# ---- seg_scan_driver ----
**seg_scan_driver: cell classes on the final placement**

Bar = 20 um.
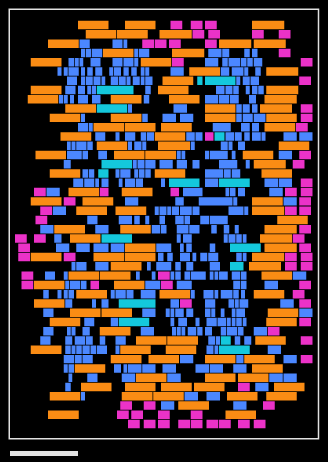

[config.mk]
export PLATFORM = sky130hd
export DESIGN_NAME = seg_scan_driver
export DESIGN_NICKNAME = d
export VERILOG_FILES = /design/src/rtl/seg_pkg.sv /design/src/rtl/seg_glyph_decode.sv /design/src/rtl/seg_scan_driver.sv
export SDC_FILE = /design/constraint.sdc
export NUM_CORES = 1
export LEC_CHECK = 0
export CORE_ASPECT_RATIO = 1.4
export CORE_UTILIZATION = 50
export DETAILED_ROUTE_END_ITERATION = 8
export PLACE_DENSITY = 0.73
export SYNTH_ARGS = -nofsm -noshare
export SYNTH_HDL_FRONTEND = slang
export SYNTH_SLANG_ARGS = --single-unit
[constraint.sdc]
create_clock -name clk -period 4.6 [get_ports clk]
set_input_delay 0.69 -clock clk [delete_from_list [all_inputs] [get_ports clk]]
set_output_delay 0.69 -clock clk [all_outputs]
set_load 0.01 [all_outputs]
[src/rtl/seg_pkg.sv]
// Shared definitions for the multiplexed 7-segment scan driver:
// segment bit order, active-low glyph constants and the blank pattern.
package seg_pkg;

    // seg[6] is segment g, seg[0] is segment a; all segments active-low
    typedef struct packed {
        logic g;
        logic f;
        logic e;
        logic d;
        logic c;
        logic b;
        logic a;
    } seg_bits_t;

    localparam int unsigned SEG_W = $bits(seg_bits_t);

    localparam logic [SEG_W-1:0] GLYPH_0   = 7'b1000000;
    localparam logic [SEG_W-1:0] GLYPH_1   = 7'b1111001;
    localparam logic [SEG_W-1:0] GLYPH_2   = 7'b0100100;
    localparam logic [SEG_W-1:0] GLYPH_3   = 7'b0110000;
    localparam logic [SEG_W-1:0] GLYPH_4   = 7'b0011001;
    localparam logic [SEG_W-1:0] GLYPH_5   = 7'b0010010;
    localparam logic [SEG_W-1:0] GLYPH_6   = 7'b0000010;
    localparam logic [SEG_W-1:0] GLYPH_7   = 7'b1111000;
    localparam logic [SEG_W-1:0] GLYPH_8   = 7'b0000000;
    localparam logic [SEG_W-1:0] GLYPH_9   = 7'b0010000;
    localparam logic [SEG_W-1:0] GLYPH_A   = 7'b0001000;
    localparam logic [SEG_W-1:0] GLYPH_B   = 7'b0000011;
    localparam logic [SEG_W-1:0] GLYPH_C   = 7'b1000110;
    localparam logic [SEG_W-1:0] GLYPH_D   = 7'b0100001;
    localparam logic [SEG_W-1:0] GLYPH_E   = 7'b0000110;
    localparam logic [SEG_W-1:0] GLYPH_F   = 7'b0001110;
    localparam logic [SEG_W-1:0] SEG_BLANK = 7'b1111111;

endpackage

[src/rtl/seg_glyph_decode.sv]
// Combinational nibble-to-glyph decoder; in decimal mode codes 10..15 blank.
module seg_glyph_decode
    import seg_pkg::*;
(
    input  logic [3:0]       nibble,
    input  logic             dec_mode,
    output logic [SEG_W-1:0] glyph
);

    always_comb begin
        glyph = SEG_BLANK;
        case (nibble)
            4'h0:    glyph = GLYPH_0;
            4'h1:    glyph = GLYPH_1;
            4'h2:    glyph = GLYPH_2;
            4'h3:    glyph = GLYPH_3;
            4'h4:    glyph = GLYPH_4;
            4'h5:    glyph = GLYPH_5;
            4'h6:    glyph = GLYPH_6;
            4'h7:    glyph = GLYPH_7;
            4'h8:    glyph = GLYPH_8;
            4'h9:    glyph = GLYPH_9;
            4'hA:    glyph = dec_mode ? SEG_BLANK : GLYPH_A;
            4'hB:    glyph = dec_mode ? SEG_BLANK : GLYPH_B;
            4'hC:    glyph = dec_mode ? SEG_BLANK : GLYPH_C;
            4'hD:    glyph = dec_mode ? SEG_BLANK : GLYPH_D;
            4'hE:    glyph = dec_mode ? SEG_BLANK : GLYPH_E;
            default: glyph = dec_mode ? SEG_BLANK : GLYPH_F;
        endcase
    end

endmodule

[src/rtl/seg_scan_driver.sv]
// Time-multiplexed 7-segment driver: digit scan, frame-locked shadow inputs,
// leading-zero blanking, per-digit blink and registered active-low outputs.
module seg_scan_driver
    import seg_pkg::*;
#(
    parameter int unsigned NUM_DIGITS = 8,
    parameter int unsigned SCAN_DIV   = 50000,
    parameter int unsigned BLINK_DIV  = 25000000
) (
    input  logic                          clk,
    input  logic                          rst,
    input  logic                          en,
    input  logic [4*NUM_DIGITS-1:0]       value,
    input  logic                          dec_mode,
    input  logic                          lz_suppress,
    input  logic [NUM_DIGITS-1:0]         blink_mask,
    input  logic [NUM_DIGITS-1:0]         dp,
    output logic [SEG_W-1:0]              seg,
    output logic                          seg_dp,
    output logic [NUM_DIGITS-1:0]         an,
    output logic [$clog2(NUM_DIGITS)-1:0] digit_idx
);

    localparam int unsigned IDX_W   = $clog2(NUM_DIGITS);
    localparam int unsigned SCAN_W  = $clog2(SCAN_DIV);
    localparam int unsigned BLINK_W = $clog2(BLINK_DIV);

    localparam logic [IDX_W-1:0]   LAST_DIGIT = IDX_W'(NUM_DIGITS - 1);
    localparam logic [SCAN_W-1:0]  SCAN_LAST  = SCAN_W'(SCAN_DIV - 1);
    localparam logic [BLINK_W-1:0] BLINK_LAST = BLINK_W'(BLINK_DIV - 1);

    logic [SCAN_W-1:0]       scan_cnt;
    logic [BLINK_W-1:0]      blink_cnt;
    logic                    blink_phase;
    logic                    scan_tc;
    logic                    blink_tc;
    logic                    frame_start;
    logic                    fresh;

    logic [4*NUM_DIGITS-1:0] val_sh;
    logic [NUM_DIGITS-1:0]   dp_sh;
    logic [NUM_DIGITS-1:0]   blink_sh;
    logic                    dec_sh;
    logic                    lz_sh;

    logic [NUM_DIGITS-1:0]   lz_blank;
    logic                    seen_nz;
    logic [3:0]              cur_nib;
    logic                    cur_dp;
    logic                    cur_blink;
    logic                    cur_lz;
    logic                    hide;
    logic [SEG_W-1:0]        glyph;

    assign scan_tc  = (scan_cnt == SCAN_LAST);
    assign blink_tc = (blink_cnt == BLINK_LAST);

    always_ff @(posedge clk or posedge rst) begin
        if (rst) begin
            scan_cnt  <= '0;
            digit_idx <= '0;
        end else begin
            scan_cnt <= scan_tc ? '0 : scan_cnt + 1'b1;
            if (scan_tc) begin
                digit_idx <= (digit_idx == LAST_DIGIT) ? '0 : digit_idx + 1'b1;
            end
        end
    end

    always_ff @(posedge clk or posedge rst) begin
        if (rst) begin
            blink_cnt   <= '0;
            blink_phase <= 1'b0;
        end else begin
            blink_cnt <= blink_tc ? '0 : blink_cnt + 1'b1;
            if (blink_tc) begin
                blink_phase <= ~blink_phase;
            end
        end
    end

    // Capture on the edge that wraps digit_idx to 0, so digit 0 is decoded from
    // the new frame on its first output cycle; 'fresh' covers the first edge
    // after reset, where digit_idx is already 0 without a wrap.
    assign frame_start = fresh || (scan_tc && (digit_idx == LAST_DIGIT));

    always_ff @(posedge clk or posedge rst) begin
        if (rst) begin
            fresh    <= 1'b1;
            val_sh   <= '0;
            dp_sh    <= '0;
            blink_sh <= '0;
            dec_sh   <= 1'b0;
            lz_sh    <= 1'b0;
        end else begin
            fresh <= 1'b0;
            if (frame_start) begin
                val_sh   <= value;
                dp_sh    <= dp;
                blink_sh <= blink_mask;
                dec_sh   <= dec_mode;
                lz_sh    <= lz_suppress;
            end
        end
    end

    // A digit is a leading zero when it and every digit above it are zero.
    always_comb begin
        seen_nz  = 1'b0;
        lz_blank = '0;
        for (int unsigned i = NUM_DIGITS - 1; i > 0; i--) begin
            if (val_sh[4*i +: 4] != 4'd0) begin
                seen_nz = 1'b1;
            end
            lz_blank[i] = lz_sh && !seen_nz;
        end
    end

    always_comb begin
        cur_nib   = '0;
        cur_dp    = 1'b0;
        cur_blink = 1'b0;
        cur_lz    = 1'b0;
        for (int unsigned i = 0; i < NUM_DIGITS; i++) begin
            if (digit_idx == IDX_W'(i)) begin
                cur_nib   = val_sh[4*i +: 4];
                cur_dp    = dp_sh[i];
                cur_blink = blink_sh[i];
                cur_lz    = lz_blank[i];
            end
        end
    end

    assign hide = blink_phase && cur_blink;

    seg_glyph_decode u_decode (
        .nibble   (cur_nib),
        .dec_mode (dec_sh),
        .glyph    (glyph)
    );

    always_ff @(posedge clk or posedge rst) begin
        if (rst) begin
            an     <= '1;
            seg    <= SEG_BLANK;
            seg_dp <= 1'b1;
        end else if (!en) begin
            an     <= '1;
            seg    <= '1;
            seg_dp <= 1'b1;
        end else begin
            an     <= ~(NUM_DIGITS'(1) << digit_idx);
            seg    <= (hide || cur_lz) ? SEG_BLANK : glyph;
            seg_dp <= ~(cur_dp && !hide);
        end
    end

endmodule

# ---- mem_arbiter ----
`src/rtl/mem_arb_pkg.sv`:
```
// Shared types and sizing helpers for the two-port memory arbiter.
package mem_arb_pkg;

  typedef enum logic {IDLE, ACCESS} state_t;

  typedef logic port_t;

  localparam int unsigned MAX_BURST_DEFAULT = 4;

  function automatic int unsigned burst_width(input int unsigned max_burst);
    return $clog2(max_burst + 1);
  endfunction

  localparam int unsigned BURST_W_DEFAULT = burst_width(MAX_BURST_DEFAULT);

endpackage

```
`src/rtl/mem_arb_select.sv`:
```
// Combinational winner pick: lone requester, locked burst continuation, else round-robin.
module arb_select
  import mem_arb_pkg::*;
#(
  parameter int unsigned MAX_BURST = MAX_BURST_DEFAULT,
  parameter int unsigned BW        = BURST_W_DEFAULT
) (
  input  logic          i_p0_req,
  input  logic          i_p1_req,
  input  port_t         i_last_owner,
  input  logic          i_last_lock,
  input  logic [BW-1:0] i_burst_cnt,
  output port_t         o_winner
);

  always_comb begin
    o_winner = i_last_owner;
    if (i_p0_req && !i_p1_req) begin
      o_winner = 1'b0;
    end else if (i_p1_req && !i_p0_req) begin
      o_winner = 1'b1;
    end else if (i_last_lock && (i_burst_cnt < BW'(MAX_BURST))) begin
      o_winner = i_last_owner;
    end else begin
      o_winner = ~i_last_owner;
    end
  end

endmodule

```
`src/rtl/mem_arbiter.sv`:
```
// Two-requester arbiter serialising core and loader accesses onto one single-port memory.
module mem_arbiter
  import mem_arb_pkg::*;
#(
  parameter int unsigned AWIDTH    = 5,
  parameter int unsigned DWIDTH    = 8,
  parameter int unsigned MAX_BURST = MAX_BURST_DEFAULT
) (
  input  logic              clk,
  input  logic              rst,
  input  logic              p0_req,
  input  logic              p0_we,
  input  logic              p0_lock,
  input  logic [AWIDTH-1:0] p0_addr,
  input  logic [DWIDTH-1:0] p0_wdata,
  input  logic              p1_req,
  input  logic              p1_we,
  input  logic              p1_lock,
  input  logic [AWIDTH-1:0] p1_addr,
  input  logic [DWIDTH-1:0] p1_wdata,
  output logic              p0_gnt,
  output logic              p1_gnt,
  output logic              p0_rvalid,
  output logic              p1_rvalid,
  output logic [DWIDTH-1:0] rdata,
  output logic              mem_rd,
  output logic              mem_wr,
  output logic [AWIDTH-1:0] mem_addr,
  output logic [DWIDTH-1:0] mem_wdata,
  input  logic [DWIDTH-1:0] mem_rdata,
  output logic              busy
);

  localparam int unsigned BW = burst_width(MAX_BURST);

  state_t            r_state;
  state_t            w_next;
  port_t             r_owner;
  port_t             w_win;
  logic              r_lock;
  logic [BW-1:0]     r_burst;
  logic              r_we;
  logic [AWIDTH-1:0] r_addr;
  logic [DWIDTH-1:0] r_wdata;
  logic [DWIDTH-1:0] r_rdata;
  logic              r_rvalid;
  logic              w_any_req;
  logic              w_take;

  assign w_any_req = p0_req | p1_req;
  assign w_take    = (r_state == IDLE) && w_any_req;

  arb_select #(
    .MAX_BURST (MAX_BURST),
    .BW        (BW)
  ) u_select (
    .i_p0_req     (p0_req),
    .i_p1_req     (p1_req),
    .i_last_owner (r_owner),
    .i_last_lock  (r_lock),
    .i_burst_cnt  (r_burst),
    .o_winner     (w_win)
  );

  always_ff @(posedge clk) begin
    if (!rst) r_state <= IDLE;
    else      r_state <= w_next;
  end

  always_comb begin
    w_next = r_state;
    case (r_state)
      IDLE:    if (w_any_req) w_next = ACCESS;
      ACCESS:  w_next = IDLE;
      default: w_next = IDLE;
    endcase
  end

  // Owner changes only at the end of an arbitration cycle, so during the
  // rvalid cycle r_owner still names the port whose read just completed.
  always_ff @(posedge clk) begin
    if (!rst) begin
      r_owner  <= 1'b1;
      r_lock   <= 1'b0;
      r_burst  <= '0;
      r_we     <= 1'b0;
      r_addr   <= '0;
      r_wdata  <= '0;
      r_rdata  <= '0;
      r_rvalid <= 1'b0;
    end else begin
      r_rvalid <= 1'b0;
      if (w_take) begin
        r_owner <= w_win;
        r_lock  <= w_win ? p1_lock  : p0_lock;
        r_we    <= w_win ? p1_we    : p0_we;
        r_addr  <= w_win ? p1_addr  : p0_addr;
        r_wdata <= w_win ? p1_wdata : p0_wdata;
        if (w_win != r_owner) begin
          r_burst <= BW'(1);
        end else if (r_burst < BW'(MAX_BURST)) begin
          r_burst <= r_burst + 1'b1;
        end
      end
      if ((r_state == ACCESS) && !r_we) begin
        r_rdata  <= mem_rdata;
        r_rvalid <= 1'b1;
      end
    end
  end

  always_comb begin
    busy      = (r_state == ACCESS);
    mem_rd    = busy & ~r_we;
    mem_wr    = busy & r_we;
    p0_gnt    = busy & ~r_owner;
    p1_gnt    = busy & r_owner;
    p0_rvalid = r_rvalid & ~r_owner;
    p1_rvalid = r_rvalid & r_owner;
    mem_addr  = r_addr;
    mem_wdata = r_wdata;
    rdata     = r_rdata;
  end

endmodule

```
`config.mk`:
```
export PLATFORM = sky130hd
export DESIGN_NAME = mem_arbiter
export DESIGN_NICKNAME = d
export VERILOG_FILES = /design/src/rtl/mem_arb_pkg.sv /design/src/rtl/mem_arb_select.sv /design/src/rtl/mem_arbiter.sv
export SDC_FILE = /design/constraint.sdc
export NUM_CORES = 1
export LEC_CHECK = 0
export CORE_MARGIN = 4
export CORE_UTILIZATION = 42
export DETAILED_ROUTE_END_ITERATION = 8
export GPL_TIMING_DRIVEN = 0
export PLACE_DENSITY = 0.84
export SYNTH_ARGS = -nofsm -noshare
export SYNTH_HDL_FRONTEND = slang
export SYNTH_HIERARCHICAL = 1
export SYNTH_SLANG_ARGS = --single-unit
```
`constraint.sdc`:
```
create_clock -name clk -period 2.7 [get_ports clk]
set_input_delay 0.675 -clock clk [delete_from_list [all_inputs] [get_ports clk]]
set_output_delay 0.675 -clock clk [all_outputs]
set_load 0.05 [all_outputs]
```
**seg_scan_driver: routed clock nets over the placement**

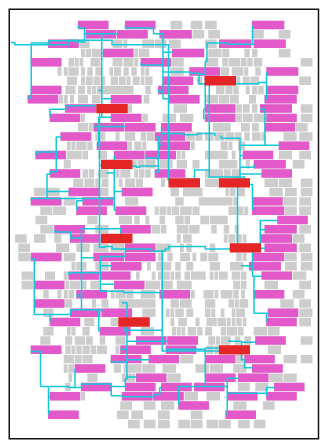
Key: cyan = clock wires [length 1,230 um]; magenta = flip-flops [count 112]; red = clock-net drivers [count 9]
Position of the flops: all over the die.
clock latency of the later-clocked register in the worst-skew pair: 360 ps
Clock Power Share: 39.3%
setup skew after layout: 14.3 ps
clk pwr: 0.849 mW

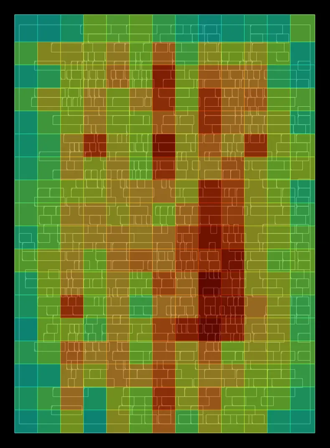
**Above:** seg_scan_driver (routing congestion map).
met1 usage in global routing: 25.7%
routing usage on met2: 38.8%

Notes on 'cell classes on the final placement' of seg_scan_driver above:
Key: magenta = remaining buffers and delay cells [cells 75]; blue = remaining logic cells [cells 359]; cyan = clock drivers and dummy loads [cells 16]; orange = sequential cells [cells 112]
floorplan row count: 44
post-layout utilization of the core: 62.5%

==> git commit body, seg_scan_driver <==
Record implementation results from latest flow run

- For this design the ratio of total power to cell area is approximately 330 nW/um^2.
- The layout has 14 inverters outside the clock class.
* Tapcell count: between 100 and 150
* Mapped cell area: roughly 5400 sq um
- DRC violations left: 0
- Time the worst path needs with I/O delays and setup: between 3000 and 4000 ps
* Most frequently used flop master after synthesis: sky130_fd_sc_hd__dfrtp_1
* Met3 usage: around 3.9%
* Commonest non-fill, non-tap cell in the layout: sky130_fd_sc_hd__dfrtp_1
- The core region is approximately 10,000 sq um.
- Per the OpenROAD floorplan log, the width of the die is approximately 90 um.
* Share of the final layout cell area in multi-input gates: a little under two fifths
- In the detailed route, the total length drawn on met2 is approximately 6000 um.
- Core utilization at floorplan: between 50% and 60%
- Warnings reported by Yosys during synthesis add up to 0.
- In this run switching power makes up a little under a quarter of total power.
- The post-route report lists met1 wire length as just under 5000 um.
* Cells on Worst Hold Path: 1
* Most prevalent standard cell on the critical path: sky130_fd_sc_hd__nor2_1
- Required time at the worst-slack endpoint: 4890 ps
- Dominant kind of cell by area: sequential cells
- Run status: finished clean
- After synthesis the netlist holds a flip-flop and latch count of roughly 110.
- Per the slew report, the remaining headroom to the max-slew limit stands at 31.5%.
- RSZ-0062 raised after global routing: no
- The number of global-route vias before repair is around 3,900.
- Min-delay worst type: reg2reg
-- seg_scan_driver: cells by family (layout without fill, tap and decap cells) --
kind of cell,Yosys count,count (layout),synth area share (%)
xor gates and xnor gates,33,33,5.31
other,1,1,0.0689
AOI/OAI and AO/OA,85,85,11.5
adders and majority gates,8,8,1.84
buffers and inverters,36,105,3.86
DFF,112,112,51.9
muxes,50,50,10.3
and+or+nand+nor,168,168,15.2
-- seg_scan_driver: worst max-delay path by stage --
stage                              from  cells after the start                      to  slack (ps)
4_1_cts        digit_idx[2]$_DFFE_PP0N_                      9        seg[3]$_DFF_PP1_        1450
2_1_floorplan                       rst                      1  blink_cnt[0]$_DFF_PP0_         980
3_3_place_gp   digit_idx[2]$_DFFE_PP0N_                      9        seg[4]$_DFF_PP1_        1560
6_report       digit_idx[2]$_DFFE_PP0N_                      9        seg[1]$_DFF_PP1_        1380
3_5_place_dp   digit_idx[2]$_DFFE_PP0N_                      9        seg[4]$_DFF_PP1_        1470
5_1_grt        digit_idx[2]$_DFFE_PP0N_                      9        seg[6]$_DFF_PP1_        1060
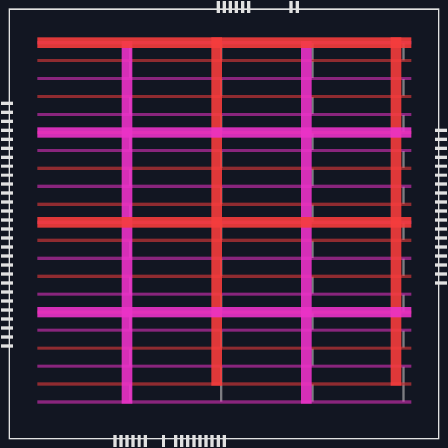
**Above:** mem_arbiter (PDN straps and rails).
Pins as bars on the die edge. Tap cells in gray.
Key: magenta = VSS; red = VDD
4 straps on met4. 4 straps on met5. 21 met1 rails follow the rows.
peak ir drop on the vdd network: 538 uV
area of the core region: 3080 sq um

==> git commit body, mem_arbiter <==
Record implementation results from latest flow run

* Initial DRC Count: 13
- In this run, the synthesized area fraction spent on xor and xnor cells is recorded as around 1.8%.
- Per the OpenROAD power report, switching power amounts to ~0.42 mW.
* Number of synthesized register bits: 29
- CP Capture Type: primary output
- Total cell area reported by yosys after synthesis: 1350 sq um
- Pre-Repair DR Iteration Count: 4
* Ratio of cells with drive above 1 in the final layout: 9.26%
- Number of buffers and inverters on the critical path: 1
- Endpoint of the worst hold-timing path: rdata[2]$_SDFFE_PN0P_
* Number of warning messages in the yosys log: 6
* Min-delay worst type: reg2reg
- Wire length of the first global-routing pass: between 5000 and 6000 um
* Width of the chip: about 65 um
- Run status: finished clean
- For this block, the routed nets add up to 3490 um of wire.
* Inverter tally of the final layout excluding the clock network: 2
- Endpoints failing hold in the final report were tallied at 0.
* Relative contribution of sequential cells to total power: 36.0%
* Area taken by multi-input logic gates: between 600 and 700 sq um
- By area, non-clock buffers come first.
- Worst setup path category: reg2out
- Core utilization at floorplan: a little over two fifths
* Floorplan row count: 20
* Mean routed wirelength per cell: roughly 13 um
* Int Power: between 0.9 and 1 mW
* Instance area at placement: between 2000 and 2500 sq um
- Tightest slew margin relative to the limit: ~65%
- The slowest stage of the critical path belongs to the cell sky130_fd_sc_hd__clkdlybuf4s50_1.
==> mem_arbiter: placed cells by master, fill, tap and decap left out, drive strengths merged, types with 3 or more instances in the layout <==
cell,count
buf,7
dfxtp,29
and2,5
clkbuf,8
nand2,33
nand3,3
mux2i,15
nor2b,4
a21boi,8
o211a,16
clkdlybuf4s50,68
==> mem_arbiter: stage by stage <==
step	setup WS, ps	utilization (%)
floorplan	569	-
global placement	367	68.2
detailed placement	298	68.2
CTS	37.4	71.5
global route	131	71.6
finish	223	71.6
==> mem_arbiter: power groups by stage <==
| stage | Combinational (mW) | Clock, mW | Sequential [mW] |
|---|---|---|---|
| 2_1_floorplan | 0.179 | 0 | 0.602 |
| 3_3_place_gp | 0.431 | 0 | 0.500 |
| 3_5_place_dp | 0.440 | 0 | 0.503 |
| 4_1_cts | 0.444 | 0.448 | 0.494 |
| 5_1_grt | 0.469 | 0.470 | 0.498 |
| 6_report | 0.439 | 0.439 | 0.494 |
==> mem_arbiter: metal layers <==
layer  up-vias  global-route usage (%)  share of wire (%)
met2        55                    31.7                 50
met5         -                       0                  0
met1       553                    19.2                 39
met4         0                    6.33                1.3
met3         7                    7.28                9.6
li1        632                       -                  -

# ---- pc_gen ----
**pc_gen: cell classes on the final placement**

Bar = 20 um.
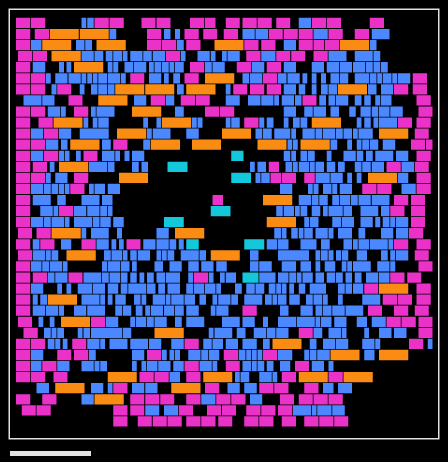

File: src/rtl/pc_pkg.sv
// pc_pkg: shared types and constants for the program-counter unit.
// Optional feature macro: PC_MISALIGN_TRAP_EN (misaligned redirect -> FAULT).
package pc_pkg;

   // Control state of the PC unit
   typedef enum logic [1:0] {
      BOOT  = 2'd0,
      RUN   = 2'd1,
      FAULT = 2'd2
   } state_t;

   // Source of the next fetch address
   typedef enum logic [2:0] {
      SEL_SEQ  = 3'd0,
      SEL_JB   = 3'd1,
      SEL_JALR = 3'd2,
      SEL_TRAP = 3'd3,
      SEL_HOLD = 3'd4
   } sel_t;

   // Low address bits that must be zero for a 4-byte aligned fetch
   localparam logic [1:0] ALIGN_MASK = 2'b11;

   // True when any of the alignment-checked low bits is set
   function automatic logic lsbs_misaligned(input logic [1:0] lsbs);
      return |(lsbs & ALIGN_MASK);
   endfunction

endpackage : pc_pkg

File: src/rtl/pc_next_sel.sv
// pc_next_sel: next-PC priority encoder (trap > jalr > jal/branch > sequential)
// plus redirect target alignment handling.
// Optional feature macro: PC_MISALIGN_TRAP_EN. When defined, a misaligned
// jalr/jal/branch target is flagged instead of being force-aligned.
module pc_next_sel
   import pc_pkg::*;
#(
   parameter int unsigned XLEN = 32
) (
   input  logic            i_run,
   input  logic            i_trap_req,
   input  logic            i_take_jalr,
   input  logic            i_take_jb,
   input  logic            i_accept,
   input  logic [XLEN-1:0] i_normal_pc,
   input  logic [XLEN-1:0] i_jb_pc,
   input  logic [XLEN-1:0] i_alu_out,
   input  logic [XLEN-1:0] i_trap_vec,
   output sel_t            o_sel,
   output logic [XLEN-1:0] o_target,
   output logic            o_misaligned
);

   logic [XLEN-1:0] w_raw_target;
   logic            w_redirect;

   // Priority select; outside RUN the PC is never advanced from here
   always_comb begin
      o_sel = SEL_HOLD;
      if (i_run) begin
         if (i_trap_req)       o_sel = SEL_TRAP;
         else if (i_take_jalr) o_sel = SEL_JALR;
         else if (i_take_jb)   o_sel = SEL_JB;
         else if (i_accept)    o_sel = SEL_SEQ;
      end
   end

   // Raw target per source; jalr always drops bit 0 first
   always_comb begin
      w_raw_target = i_normal_pc;
      case (o_sel)
         SEL_TRAP: w_raw_target = i_trap_vec;
         SEL_JALR: w_raw_target = i_alu_out & ~XLEN'(1);
         SEL_JB:   w_raw_target = i_jb_pc;
         default:  w_raw_target = i_normal_pc;
      endcase
   end

   assign w_redirect = (o_sel == SEL_JALR) || (o_sel == SEL_JB);

`ifdef PC_MISALIGN_TRAP_EN
   // Misaligned jump targets are reported, not loaded; trap vectors are unchecked
   always_comb begin
      o_target     = w_raw_target;
      o_misaligned = w_redirect & lsbs_misaligned(w_raw_target[1:0]);
   end
`else
   // Jump targets are force-aligned; trap vectors pass through unchanged
   always_comb begin
      o_target     = w_redirect ? (w_raw_target & ~XLEN'(ALIGN_MASK)) : w_raw_target;
      o_misaligned = 1'b0;
   end
`endif

endmodule : pc_next_sel

File: src/rtl/pc_gen.sv
// pc_gen: program-counter unit with fetch handshake, stall, boot cycle,
// misalignment fault state and accepted-fetch counter.
// Optional feature macro: PC_MISALIGN_TRAP_EN. Without it FAULT is
// unreachable and misalign_err stays 0.
module pc_gen
   import pc_pkg::*;
#(
   parameter int unsigned     XLEN       = 32,
   parameter logic [XLEN-1:0] RESET_VEC  = XLEN'(32'h8000_0000),
   parameter int unsigned     ILEN_BYTES = 4,
   parameter int unsigned     CNT_W      = 16
) (
   input  logic             clk,
   input  logic             rst,
   input  logic [XLEN-1:0]  imm,
   input  logic [XLEN-1:0]  alu_out,
   input  logic             take_jb,
   input  logic             take_jalr,
   input  logic             trap_req,
   input  logic [XLEN-1:0]  trap_vec,
   input  logic             stall,
   input  logic             fetch_ready,
   output logic [XLEN-1:0]  pc,
   output logic [XLEN-1:0]  normal_pc,
   output logic [XLEN-1:0]  jal_branch_pc,
   output logic             fetch_valid,
   output logic             misalign_err,
   output logic [CNT_W-1:0] fetch_cnt
);

   state_t           r_state;
   logic [XLEN-1:0]  r_pc;
   logic             r_fetch_valid;
   logic             r_misalign_err;
   logic [CNT_W-1:0] r_fetch_cnt;

   logic             w_accept;
   sel_t             w_sel;
   logic [XLEN-1:0]  w_target;
   logic             w_misaligned;

   // Candidate addresses, modulo 2^XLEN
   assign normal_pc     = r_pc + XLEN'(ILEN_BYTES);
   assign jal_branch_pc = r_pc + imm;

   // fetch_valid is only ever high in RUN, so this is a RUN-only accept
   assign w_accept = r_fetch_valid & fetch_ready & ~stall;

   pc_next_sel #(
      .XLEN (XLEN)
   ) u_next_sel (
      .i_run        (r_state == RUN),
      .i_trap_req   (trap_req),
      .i_take_jalr  (take_jalr),
      .i_take_jb    (take_jb),
      .i_accept     (w_accept),
      .i_normal_pc  (normal_pc),
      .i_jb_pc      (jal_branch_pc),
      .i_alu_out    (alu_out),
      .i_trap_vec   (trap_vec),
      .o_sel        (w_sel),
      .o_target     (w_target),
      .o_misaligned (w_misaligned)
   );

   // State machine, PC register, registered handshake/fault flags and fetch counter
   always_ff @(posedge clk) begin
      if (rst) begin
         r_state        <= BOOT;
         r_pc           <= RESET_VEC;
         r_fetch_valid  <= 1'b0;
         r_misalign_err <= 1'b0;
         r_fetch_cnt    <= '0;
      end else begin
         if (w_accept) begin
            r_fetch_cnt <= r_fetch_cnt + CNT_W'(1);
         end
         case (r_state)
            BOOT: begin
               r_state       <= RUN;
               r_fetch_valid <= 1'b1;
            end
            RUN: begin
               if (w_misaligned) begin
                  r_state        <= FAULT;
                  r_fetch_valid  <= 1'b0;
                  r_misalign_err <= 1'b1;
               end else if (w_sel != SEL_HOLD) begin
                  r_pc <= w_target;
               end
            end
            FAULT: begin
               if (trap_req) begin
                  r_state        <= RUN;
                  r_pc           <= trap_vec;
                  r_fetch_valid  <= 1'b1;
                  r_misalign_err <= 1'b0;
               end
            end
            default: begin
               r_state       <= BOOT;
               r_fetch_valid <= 1'b0;
            end
         endcase
      end
   end

   assign pc           = r_pc;
   assign fetch_valid  = r_fetch_valid;
   assign misalign_err = r_misalign_err;
   assign fetch_cnt    = r_fetch_cnt;

endmodule : pc_gen

File: config.mk
export PLATFORM = sky130hd
export DESIGN_NAME = pc_gen
export DESIGN_NICKNAME = d
export VERILOG_FILES = /design/src/rtl/pc_pkg.sv /design/src/rtl/pc_next_sel.sv /design/src/rtl/pc_gen.sv
export SDC_FILE = /design/constraint.sdc
export NUM_CORES = 1
export LEC_CHECK = 0
export CORE_UTILIZATION = 47
export DETAILED_ROUTE_END_ITERATION = 7
export HOLD_SLACK_MARGIN = 0.12
export MAX_ROUTING_LAYER = met4
export PLACE_DENSITY = 0.95
export SLEW_MARGIN = 10
export SYNTH_ARGS = -nofsm -noshare
export SYNTH_HDL_FRONTEND = slang
export SYNTH_SLANG_ARGS = --single-unit
export TNS_END_PERCENT = 50
File: constraint.sdc
create_clock -name clk -period 8.5 [get_ports clk]
set_input_delay 1.7 -clock clk [delete_from_list [all_inputs] [get_ports clk]]
set_output_delay 1.7 -clock clk [all_outputs]
set_load 0.05 [all_outputs]
# ---- nic_ctrl_sched ----
## src/rtl/nic_ctrl_sched.sv

```systemverilog
// Host-to-NIC scheduler: queues host TX packets and alternates between writing them
// to the NIC output buffer and fetching packets from the NIC input buffer.
module nic_ctrl_sched #(
    parameter int PACKET_WIDTH = 64,
    parameter int TXQ_DEPTH    = 4
) (
    input  logic                    clk,
    input  logic                    reset,
    input  logic                    tx_valid,
    input  logic [PACKET_WIDTH-1:0] tx_data,
    output logic                    tx_ready,
    output logic                    rx_valid,
    output logic [PACKET_WIDTH-1:0] rx_data,
    input  logic                    rx_ready,
    output logic [1:0]              addr,
    output logic [PACKET_WIDTH-1:0] d_out,
    input  logic [PACKET_WIDTH-1:0] d_in,
    output logic                    nicEn,
    output logic                    nicEnWR,
    output logic [15:0]             tx_count,
    output logic [15:0]             rx_count,
    output logic                    busy
);

    localparam int AW = $clog2(TXQ_DEPTH);
    localparam logic [AW:0] PTR_ONE = (AW+1)'(1);

    typedef enum logic [2:0] {
        IDLE      = 3'd0,
        POLL_OUT  = 3'd1,
        WRITE_OUT = 3'd2,
        POLL_IN   = 3'd3,
        READ_IN   = 3'd4
    } state_t;

    state_t                  state_r;
    state_t                  state_next_s;
    logic [PACKET_WIDTH-1:0] fifo_mem_r [TXQ_DEPTH];
    logic [AW:0]             wr_ptr_r;
    logic [AW:0]             rd_ptr_r;
    logic [AW:0]             wr_ptr_next_s;
    logic [AW:0]             rd_ptr_next_s;
    logic                    push_s;
    logic                    pop_s;
    logic                    fifo_empty_s;
    logic                    full_next_s;
    logic [PACKET_WIDTH-1:0] fifo_head_s;
    logic                    last_tx_r;
    logic                    tx_elig_s;
    logic                    rx_elig_s;
    logic                    nic_en_s;
    logic                    nic_wr_s;
    logic [1:0]              addr_s;
    logic [PACKET_WIDTH-1:0] d_out_s;

    assign push_s       = tx_valid && tx_ready;
    assign pop_s        = (state_r == WRITE_OUT);
    assign fifo_empty_s = (wr_ptr_r == rd_ptr_r);
    assign fifo_head_s  = fifo_mem_r[rd_ptr_r[AW-1:0]];
    assign tx_elig_s    = !fifo_empty_s;
    assign rx_elig_s    = !rx_valid;

    // Next FIFO pointers and the full flag they imply
    always_comb begin
        wr_ptr_next_s = wr_ptr_r;
        rd_ptr_next_s = rd_ptr_r;
        if (push_s) begin
            wr_ptr_next_s = wr_ptr_r + PTR_ONE;
        end else begin
            wr_ptr_next_s = wr_ptr_r;
        end
        if (pop_s) begin
            rd_ptr_next_s = rd_ptr_r + PTR_ONE;
        end else begin
            rd_ptr_next_s = rd_ptr_r;
        end
        full_next_s = (wr_ptr_next_s[AW] != rd_ptr_next_s[AW]) &&
                      (wr_ptr_next_s[AW-1:0] == rd_ptr_next_s[AW-1:0]);
    end

    // FIFO pointers and registered ready flag
    always_ff @(posedge clk or negedge reset) begin
        if (!reset) begin
            wr_ptr_r <= {(AW+1){1'b0}};
            rd_ptr_r <= {(AW+1){1'b0}};
            tx_ready <= 1'b1;
        end else begin
            wr_ptr_r <= wr_ptr_next_s;
            rd_ptr_r <= rd_ptr_next_s;
            tx_ready <= !full_next_s;
        end
    end

    // FIFO storage; contents are don't-care while the pointers mark them empty
    always_ff @(posedge clk) begin
        if (push_s) begin
            fifo_mem_r[wr_ptr_r[AW-1:0]] <= tx_data;
        end
    end

    // Next-state logic; IDLE arbitrates round-robin when both sides are eligible
    always_comb begin
        state_next_s = state_r;
        case (state_r)
            IDLE: begin
                if (tx_elig_s && rx_elig_s) begin
                    state_next_s = last_tx_r ? POLL_IN : POLL_OUT;
                end else if (tx_elig_s) begin
                    state_next_s = POLL_OUT;
                end else if (rx_elig_s) begin
                    state_next_s = POLL_IN;
                end else begin
                    state_next_s = IDLE;
                end
            end
            POLL_OUT: begin
                if (!d_in[0]) begin
                    state_next_s = WRITE_OUT;
                end else begin
                    state_next_s = IDLE;
                end
            end
            WRITE_OUT: state_next_s = IDLE;
            POLL_IN: begin
                if (d_in[0]) begin
                    state_next_s = READ_IN;
                end else begin
                    state_next_s = IDLE;
                end
            end
            READ_IN: state_next_s = IDLE;
            default: state_next_s = IDLE;
        endcase
    end

    // NIC bus decode of the upcoming state, so the registered outputs match the state
    always_comb begin
        nic_en_s = 1'b0;
        nic_wr_s = 1'b0;
        addr_s   = 2'b00;
        d_out_s  = {PACKET_WIDTH{1'b0}};
        case (state_next_s)
            POLL_OUT: begin
                nic_en_s = 1'b1;
                addr_s   = 2'b11;
            end
            WRITE_OUT: begin
                nic_en_s = 1'b1;
                nic_wr_s = 1'b1;
                addr_s   = 2'b10;
                d_out_s  = fifo_head_s;
            end
            POLL_IN: begin
                nic_en_s = 1'b1;
                addr_s   = 2'b01;
            end
            READ_IN: begin
                nic_en_s = 1'b1;
                addr_s   = 2'b00;
            end
            default: begin
                nic_en_s = 1'b0;
            end
        endcase
    end

    // State register and registered NIC bus outputs
    always_ff @(posedge clk or negedge reset) begin
        if (!reset) begin
            state_r <= IDLE;
            nicEn   <= 1'b0;
            nicEnWR <= 1'b0;
            addr    <= 2'b00;
            d_out   <= {PACKET_WIDTH{1'b0}};
            busy    <= 1'b0;
        end else begin
            state_r <= state_next_s;
            nicEn   <= nic_en_s;
            nicEnWR <= nic_wr_s;
            addr    <= addr_s;
            d_out   <= d_out_s;
            busy    <= (state_next_s != IDLE);
        end
    end

    // Last-served flag, updated on leaving a poll whatever its outcome
    always_ff @(posedge clk or negedge reset) begin
        if (!reset) begin
            last_tx_r <= 1'b0;
        end else if (state_r == POLL_OUT) begin
            last_tx_r <= 1'b1;
        end else if (state_r == POLL_IN) begin
            last_tx_r <= 1'b0;
        end
    end

    // Received packet holding register and transfer counters
    always_ff @(posedge clk or negedge reset) begin
        if (!reset) begin
            rx_valid <= 1'b0;
            rx_data  <= {PACKET_WIDTH{1'b0}};
            tx_count <= 16'd0;
            rx_count <= 16'd0;
        end else begin
            if (state_r == READ_IN) begin
                rx_valid <= 1'b1;
                rx_data  <= d_in;
                rx_count <= rx_count + 16'd1;
            end else if (rx_valid && rx_ready) begin
                rx_valid <= 1'b0;
            end
            if (state_r == WRITE_OUT) begin
                tx_count <= tx_count + 16'd1;
            end
        end
    end

endmodule

```

## config.mk

```make
export PLATFORM = sky130hd
export DESIGN_NAME = nic_ctrl_sched
export DESIGN_NICKNAME = d
export VERILOG_FILES = /design/src/rtl/nic_ctrl_sched.sv
export SDC_FILE = /design/constraint.sdc
export NUM_CORES = 1
export LEC_CHECK = 0
export ABC_CLOCK_PERIOD_IN_PS = 5350
export CAP_MARGIN = 10
export CORE_ASPECT_RATIO = 0.5
export CORE_MARGIN = 1
export CORE_UTILIZATION = 56
export CTS_BUF_LIST = sky130_fd_sc_hd__clkbuf_8 sky130_fd_sc_hd__clkbuf_16
export DETAILED_ROUTE_END_ITERATION = 8
export PLACE_DENSITY = 0.83
export SYNTH_ARGS = -nofsm -noshare
export SYNTH_HDL_FRONTEND = slang
export SYNTH_SLANG_ARGS = --single-unit
```

## constraint.sdc

```tcl
create_clock -name clk -period 5.35 [get_ports clk]
set_input_delay 1.07 -clock clk [delete_from_list [all_inputs] [get_ports clk]]
set_output_delay 1.07 -clock clk [all_outputs]
set_load 0.005 [all_outputs]
```

# ---- sipo_capture ----
<file path="src/rtl/sipo_capture.sv">
// sipo_capture: serial-in/parallel-out deserializer with an output FIFO.
// One bit is sampled per vga_clk while display_area is high, MSB first.
// Each completed WIDTH-bit word is queued with a valid/ready handshake. A word
// cut short by display_area falling is flushed zero-padded, or dropped.
module sipo_capture #(
  parameter int WIDTH       = 8,
  parameter int FIFO_DEPTH  = 4,
  parameter bit PAD_PARTIAL = 1'b1
) (
  input  logic                          vga_clk,
  input  logic                          reset,
  input  logic                          display_area,
  input  logic                          serial_input,
  input  logic                          out_ready,
  output logic                          out_valid,
  output logic [WIDTH-1:0]              out_data,
  output logic                          out_partial,
  output logic [$clog2(FIFO_DEPTH):0]   fifo_level,
  output logic                          overflow
);

  localparam int CNT_W = (WIDTH > 2) ? $clog2(WIDTH) : 1;
  localparam int PTR_W = $clog2(FIFO_DEPTH);
  localparam int LVL_W = PTR_W + 1;
  localparam logic [CNT_W-1:0] LAST_BIT = CNT_W'(WIDTH - 1);
  localparam logic [LVL_W-1:0] FULL_LVL = LVL_W'(FIFO_DEPTH);

  typedef enum logic {IDLE, SHIFT} state_t;

  state_t             state, state_nxt;
  logic [CNT_W-1:0]   cnt;
  logic [WIDTH-1:0]   shreg;
  logic [WIDTH-1:0]   shift_in;

  logic               push;
  logic [WIDTH-1:0]   push_data;
  logic               push_partial;
  logic               flush;

  logic [WIDTH-1:0]   mem_data    [FIFO_DEPTH];
  logic               mem_partial [FIFO_DEPTH];
  logic [PTR_W-1:0]   wr_ptr, rd_ptr;
  logic [LVL_W-1:0]   level;
  logic               empty, full, pop, wr_en, drop;

  assign shift_in = {shreg[WIDTH-2:0], serial_input};

  // State register: IDLE means no bits of a word are held.
  // NOTE: sequential state uses non-blocking assignments so every register
  // samples pre-edge values; blocking here would create order-dependent races.
  always_ff @(posedge vga_clk or negedge reset) begin
    if (!reset) state <= IDLE;
    else        state <= state_nxt;
  end

  // Next state: a sampled bit starts/continues a word; the last bit or a
  // display_area drop returns to IDLE.
  // NOTE: every combinational output gets a default first so no path leaves it
  // unassigned, which would infer a latch.
  always_comb begin
    state_nxt = state;
    unique case (state)
      IDLE:  if (display_area) state_nxt = SHIFT;
      SHIFT: if (!display_area || cnt == LAST_BIT) state_nxt = IDLE;
      default: state_nxt = IDLE;
    endcase
  end

  // Output decode: complete word on the last bit, or padded flush on a drop.
  always_comb begin
    push         = 1'b0;
    push_data    = '0;
    push_partial = 1'b0;
    flush        = 1'b0;
    if (display_area) begin
      if (cnt == LAST_BIT) begin
        push      = 1'b1;
        push_data = shift_in;
      end
    end else if (state == SHIFT) begin
      // The k received bits sit in shreg[k-1:0]; left-align them, zero below.
      flush        = 1'b1;
      push         = PAD_PARTIAL;
      push_data    = shreg << (WIDTH - int'(cnt));
      push_partial = 1'b1;
    end
  end

  // Bit counter and shift register.
  always_ff @(posedge vga_clk or negedge reset) begin
    if (!reset) begin
      cnt   <= '0;
      shreg <= '0;
    end else if (display_area) begin
      shreg <= shift_in;
      cnt   <= (cnt == LAST_BIT) ? '0 : cnt + CNT_W'(1);
    end else if (flush) begin
      cnt   <= '0;
      shreg <= '0;
    end
  end

  // FIFO control: a push while full only lands if the head leaves on the same edge.
  assign empty = (level == '0);
  assign full  = (level == FULL_LVL);
  assign pop   = !empty && out_ready;
  assign wr_en = push && (!full || pop);
  assign drop  = push && full && !pop;

  // FIFO storage write.
  // NOTE: the storage array has no reset; the outputs are forced to zero while
  // empty, so stale contents are never observable.
  always_ff @(posedge vga_clk) begin
    if (wr_en) begin
      mem_data[wr_ptr]    <= push_data;
      mem_partial[wr_ptr] <= push_partial;
    end
  end

  // FIFO pointers, occupancy and sticky overflow flag.
  always_ff @(posedge vga_clk or negedge reset) begin
    if (!reset) begin
      wr_ptr   <= '0;
      rd_ptr   <= '0;
      level    <= '0;
      overflow <= 1'b0;
    end else begin
      if (wr_en) wr_ptr <= wr_ptr + PTR_W'(1);
      if (pop)   rd_ptr <= rd_ptr + PTR_W'(1);
      if (wr_en && !pop)      level <= level + LVL_W'(1);
      else if (!wr_en && pop) level <= level - LVL_W'(1);
      if (drop) overflow <= 1'b1;
    end
  end

  assign out_valid   = !empty;
  assign out_data    = empty ? '0   : mem_data[rd_ptr];
  assign out_partial = empty ? 1'b0 : mem_partial[rd_ptr];
  assign fifo_level  = level;

endmodule

</file>
<file path="config.mk">
export PLATFORM = sky130hd
export DESIGN_NAME = sipo_capture
export DESIGN_NICKNAME = d
export VERILOG_FILES = /design/src/rtl/sipo_capture.sv
export SDC_FILE = /design/constraint.sdc
export NUM_CORES = 1
export LEC_CHECK = 0
export CAP_MARGIN = 20
export CORE_UTILIZATION = 55
export CTS_CLUSTER_SIZE = 20
export DETAILED_ROUTE_END_ITERATION = 10
export PLACE_DENSITY = 0.84
export SYNTH_ARGS = -nofsm -noshare
export SYNTH_HDL_FRONTEND = slang
export SYNTH_SLANG_ARGS = --single-unit
</file>
<file path="constraint.sdc">
create_clock -name vga_clk -period 3.5 [get_ports vga_clk]
set_clock_uncertainty 0.15 [all_clocks]
set_input_delay 0.875 -clock vga_clk [delete_from_list [all_inputs] [get_ports vga_clk]]
set_output_delay 0.875 -clock vga_clk [all_outputs]
set_load 0.01 [all_outputs]
</file>
**sipo_capture: sequential cells grouped by signal name**

Other sequential cells in the stronger gray, the rest of the logic in the fainter gray.
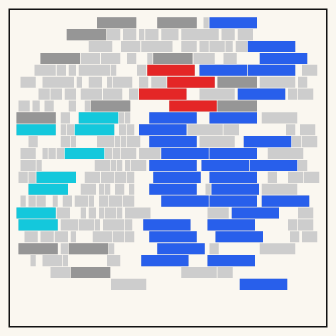
Key: red = mem_partial [flops 4, where top center]; blue = mem_data [flops 32]; cyan = shreg [flops 8, where middle left]
Another 12 sequential cells are not colored.
Seq area share: 52.3%
flip-flop and latch power: 0.925 mW
post-layout utilization of the core: 64.1%

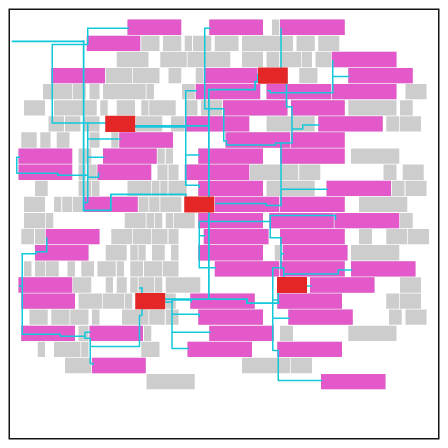
**Above:** sipo_capture (routed clock nets over the placement).
Key: magenta = flip-flops [count 56]; red = clock-net drivers [count 5]; cyan = clock wires [length 568 um]
There are 6 routed clock nets. Position of the flops: all over the die.
clock latency of the later-clocked register in the worst-skew pair: 310 ps
Clock Power Share: 16.3%
clk pwr: 0.333 mW

==> git commit body, sipo_capture <==
Record implementation results from latest flow run

* Run status: finished clean
- According to the cell report, flip-flops and latches in the layout number 56.
- Pre-Repair DR Iteration Count: 4
- In this run the vertical extent of the chip is a little over 70 um.
- The floorplan has 25 rows.
* Initial antenna violation count: 0
- The number of antenna diodes in the final layout is 0.
* Die Size: roughly 5200 sq um
- Largest family of logic cells by area: simple AND/OR/NAND/NOR gates
* Global-route usage over all layers: about 18%
- Per the power-grid run, VDD falls by no more than between 300 and 400 uV.
- Post-route insts no fill: around 280
* Final-layout setup total negative slack: 0 ps
- The final timing report derives a shortest allowable period of ~3100 ps.
- The synthesized netlist devotes 7.37% of its cell area to compound gates.
- STA classifies the critical path startpoint as a register.
- # nets final: between 200 and 250
- Maximum number of pins on one net before global-route repair: 21
- The critical path endpoint has a required time of between 2000 and 2500 ps.
- After layout, the worst path uses about nine tenths of the clock period.
- Synthesis produced a netlist whose cell count is between 150 and 200.
- Yosys stat cell total: between 150 and 200
* Largest registers: mem_data (32), shreg (8), mem_partial (4)
* Sinks on the clock net: 56
- Ratio of cells with drive above 1 in the final layout: roughly 15%
* Met3 usage: under 10%
- TritonRoute reported its final design rule violation total as 0.
- The clock passes through at most 2 buffers.
* Number of flip-flops in the largest register: 32
- RSZ-0062 raised after global routing: no
* Wire length of the first global-routing pass: ~7000 um
* Yosys top cell by instances: sky130_fd_sc_hd__edfxtp_1
- Detailed-routed wire length on met3: between 100 and 150 um
* Clock buffer count: 6
- The report lists the cells along the critical path as buf_4 -> mux4_2 -> and2_1 -> clkdlybuf4s50_1.
- In this run, the number of DRC markers left after iteration 0 of detailed routing was between 70 and 80.
* Instance area at placement: roughly 2900 sq um
- The layout report gives the multi-input gate share of total cell area as around 35%.
[sipo_capture: path summary, 6_finish.rpt]
check	from	end	slack, ps	depth (start not counted)
max	rd_ptr[0]$_DFFE_PN0N_	out_data[7]	410	4
min	overflow$_DFFE_PN0P_	overflow$_DFFE_PN0P_	340	1
max reg2reg	cnt[0]$_DFFE_PN0P_	fifo_level[2]$_DFFE_PN0P_	700	11
min reg2reg	overflow$_DFFE_PN0P_	overflow$_DFFE_PN0P_	340	1
max in group asynchronous	reset	cnt[2]$_DFFE_PN0P_	1720	1
min in group asynchronous	reset	rd_ptr[0]$_DFFE_PN0N_	920	1
[sipo_capture: cells in the final DEF, fill, tap and decap left out, drive strengths merged, types with 2 or more instances in the layout]
cell	count
a22o	4
and2	15
buf	4
clkbuf	6
clkdlybuf4s50	18
dfrtp	20
edfxtp	36
ha	8
inv	5
mux2	4
mux2i	7
mux4	9
nand2	22
nand2b	7
nand3	2
nor2	7
o21ai	15
xnor2	4
xor2	2
[sipo_capture: where the power goes]
group          leakage (nW)  total, mW  internal (mW)  switching, mW
combinational         0.493      0.791          0.456          0.336
clock                0.0388      0.333          0.139          0.194
sequential            0.599      0.925          0.815          0.109
total                  1.13       2.05           1.41          0.639
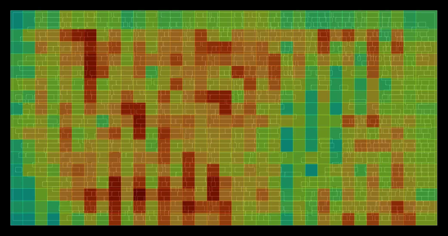
**Above:** nic_ctrl_sched (routing congestion map).
busiest layer in global routing: met2
routing usage on met2: 42.1%
post-layout utilization of the core: 73.8%
mean routed wirelength per cell: 22.7 um
met3 usage: 5.37%

==> git commit body, nic_ctrl_sched <==
Record implementation results from latest flow run

* RSZ-0062 raised after global routing: no
- Clock-pin slew was measured on the worst setup and hold paths at approximately 70 ps.
- Ratio of cells with drive above 1 in the final layout: a little under a fifth
- After synthesis, the netlist uses 37 different library cells.
* Share of the final layout cell area in multi-input gates: between 15 and 20%
* Number of enable flip-flop cells: ~260
- The detailed router reports a met3 wire length of ~2200 um.
* Clock network share of area: 5.90%
* Maximum fanout encountered on the critical timing path: approximately 46
- Placed Instances: 1,447
- FF-to-FF Start: state_r[2]$_DFF_PN0_
- Global-route usage over all layers: about 24%
- roughly 300 I/O pins were placed.
- Area share of the largest cell type after synthesis: 48.6%
- Tightest slew margin relative to the limit: around a quarter
- Once placement finished, the instance area stood at 19,200 sq um.
- Buffer depth of the longest clock path: 3
* Core utilization at floorplan: a little under three fifths
* Run status: finished clean
- DRC violations left: 0
nic_ctrl_sched: power groups by stage:
stage | Combinational (mW) | Clock (mW) | Sequential, mW
5_1_grt | 2.86 | 2.83 | 4.92
3_5_place_dp | 2.68 | 0 | 4.90
6_report | 2.67 | 2.64 | 4.84
4_1_cts | 2.71 | 2.70 | 4.85
3_3_place_gp | 2.63 | 0 | 4.84
2_1_floorplan | 1.46 | 0 | 4.74
nic_ctrl_sched: how the worst max path moves through the flow:
stage                                       end  slack (ps)               start  cells past startpoint
floorplan                    tx_ready$_DFF_PN1_        1860            tx_valid                      4
global placement    fifo_mem_r[2][25]$_DFFE_PP_        2140            tx_valid                      3
detailed placement  fifo_mem_r[2][31]$_DFFE_PP_        2090            tx_valid                      3
CTS                                    tx_ready        2620  tx_ready$_DFF_PN1_                      1
global route        fifo_mem_r[2][16]$_DFFE_PP_        2580            tx_valid                      3
finish              fifo_mem_r[2][32]$_DFFE_PP_        2620            tx_valid                      3
nic_ctrl_sched: worst max-delay path: stages:
cell                              delay, ps
sky130_fd_sc_hd__clkdlybuf4s50_1        570
sky130_fd_sc_hd__and3_2                 550
sky130_fd_sc_hd__buf_4                  650
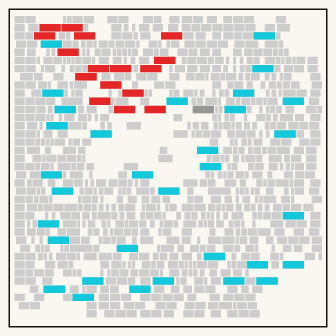
**Above:** pc_gen (sequential cells grouped by signal name).
Other sequential cells in the stronger gray, the rest of the logic in the fainter gray.
Key: red = fetch_cnt [flops 16]; cyan = pc [flops 32]
Another 1 sequential cells are not colored.
Seq area share: 13.5%
Reg area: 981 sq um
flip-flop and latch power: 0.273 mW
post-layout utilization of the core: 70.2%

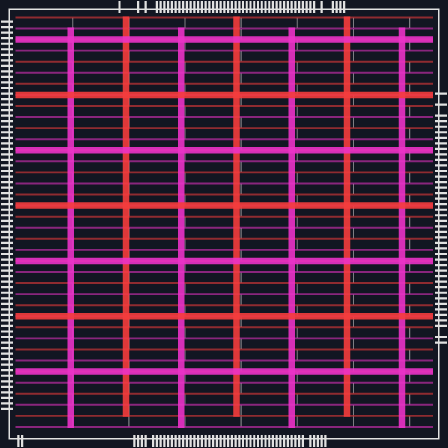
**Above:** pc_gen (PDN straps and rails).
Pins as bars on the die edge. Tap cells in gray.
Key: magenta = VSS; red = VDD
38 met1 rails follow the rows. 217 signal pins sit on the boundary. The core has 37 rows. 7 straps on met4. 136 tap cells.
peak ir drop on the vdd network: 90.2 uV
die extent in y: 105 um
width of the chip: 105 um
area of the core region: 10,300 sq um

About 'cell classes on the final placement' of pc_gen:
Key: blue = remaining logic cells [cells 580]; magenta = remaining buffers and delay cells [cells 219]; cyan = clock drivers and dummy loads [cells 8]; orange = sequential cells [cells 49]
floorplan row count: 37
design area: 7250 sq um

==> git commit body, pc_gen <==
Record implementation results from latest flow run

- The run finished with clean final reports.
* Metal2 WL: 8730 um
- According to the timing report, the data required time at the worst endpoint equals between 6000 and 7000 ps.
- Cell with the biggest individual delay on the critical path: sky130_fd_sc_hd__clkdlybuf4s50_1
* DRC violations left: 0
- At the later pin of the worst-skew pair, clock insertion delay measures just over 300 ps.
* Group with the largest share of power: combinational cells
* WL final: between 15,000 and 20,000 um
- Total chip power: 1.11 mW
- Per the CTS log, the buffer count on the longest clock path is 2.
* Number of enable flip-flop cells: 0
- Clk Tree Root Cell: sky130_fd_sc_hd__clkbuf_8
- Initial antenna violation count: 0
- The flow reports that the clock network draws around 14% of the design power.
* Xor/xnor share of the synthesized area: between 10% and 20%
- Buffer share of cell area: between 20% and 30%
- The Yosys step of the flow raised 0 warnings.
- Cells on Worst Hold Path: 2
* Number of clock buffers inserted by TritonCTS: 5
* Post-route insts no fill: between 900 and 1,000
- Endpoint of the worst hold-timing path: fetch_cnt[1]$_SDFFE_PP0P_
- Across all stage logs, warnings added up to 28.
- The STA report counts the stages on the worst setup path as 12.
* Area fraction in and, or, nand and nor cells after synthesis: between 20% and 30%
- Post-detailed-route via-to-cell ratio: 6.02
- Critical Path Start Type: input port
* Combinational cell fraction of total power: 61.1%
- Post-layout period usage of the worst path: 85.1%
- Global routing put the most usage on met2.
* Distinct cell type count after synthesis: ~68
* Power drawn by the combinational cells: around 0.68 mW
* Clock buffer count: 5
- After layout, the worst setup slack is ~1300 ps.
[pc_gen: registers in the layout, summed over array words and instances, names as in the netlist]
name / count
fetch_cnt: 16
fetch_valid: 1
pc: 32
[pc_gen: cell usage in the layout (no fill, tap or decap), drive strengths merged, types with 6 or more instances in the layout]
| cell type | count |
|---|---|
| a211oi | 12 |
| a21o | 11 |
| a21oi | 56 |
| a221oi | 19 |
| a222oi | 7 |
| a311oi | 6 |
| and3 | 16 |
| buf | 7 |
| clkdlybuf4s50 | 212 |
| dfxtp | 49 |
| ha | 33 |
| inv | 20 |
| nand2 | 73 |
| nand2b | 7 |
| nand3 | 22 |
| nand4 | 17 |
| nor2 | 68 |
| nor3 | 10 |
| o21ai | 32 |
| o21bai | 6 |
| or3 | 7 |
| xnor2 | 46 |
| xor2 | 40 |
[pc_gen: kinds of logic (layout without fill, tap and decap cells)]
family,after synthesis,after routing
AND-OR/OR-AND,197,197
XOR/XNOR,86,86
adder cells (fa/ha/maj),34,34
buffers and inverters,61,244
flip-flops,49,49
multiplexers,3,3
other,1,1
AND/OR/NAND/NOR,242,242


==> layout pictures side by side <==
Routed clock nets over the placement.
panel A
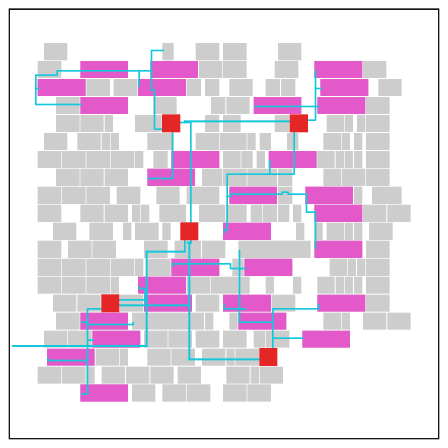
panel B
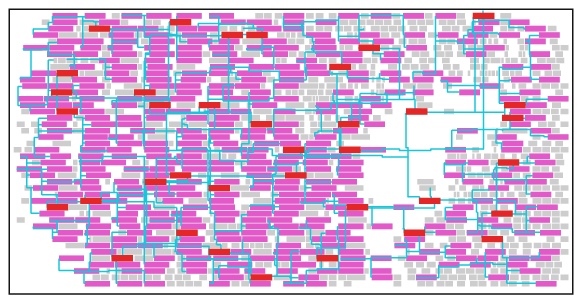
panel C
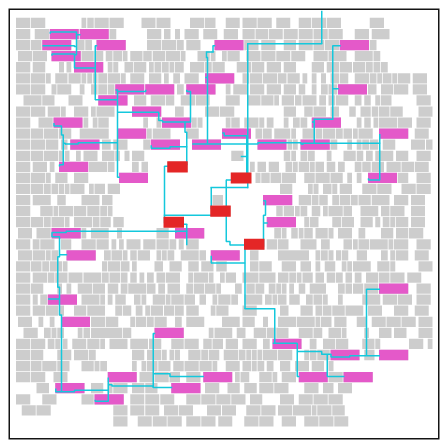
For nic_ctrl_sched, see panel B.
For pc_gen, see panel C.
For mem_arbiter, see panel A.
Of these, most sequential cells: panel B
Of these, fewest sequential cells: panel A

Key to panel C:
Key: magenta = flip-flops [count 49]; red = clock-net drivers [count 5]; cyan = clock wires [length 708 um]
Position of the flops: all over the die. There are 6 routed clock nets.

No activity file was given, so power comes from the tool's default toggle rates.
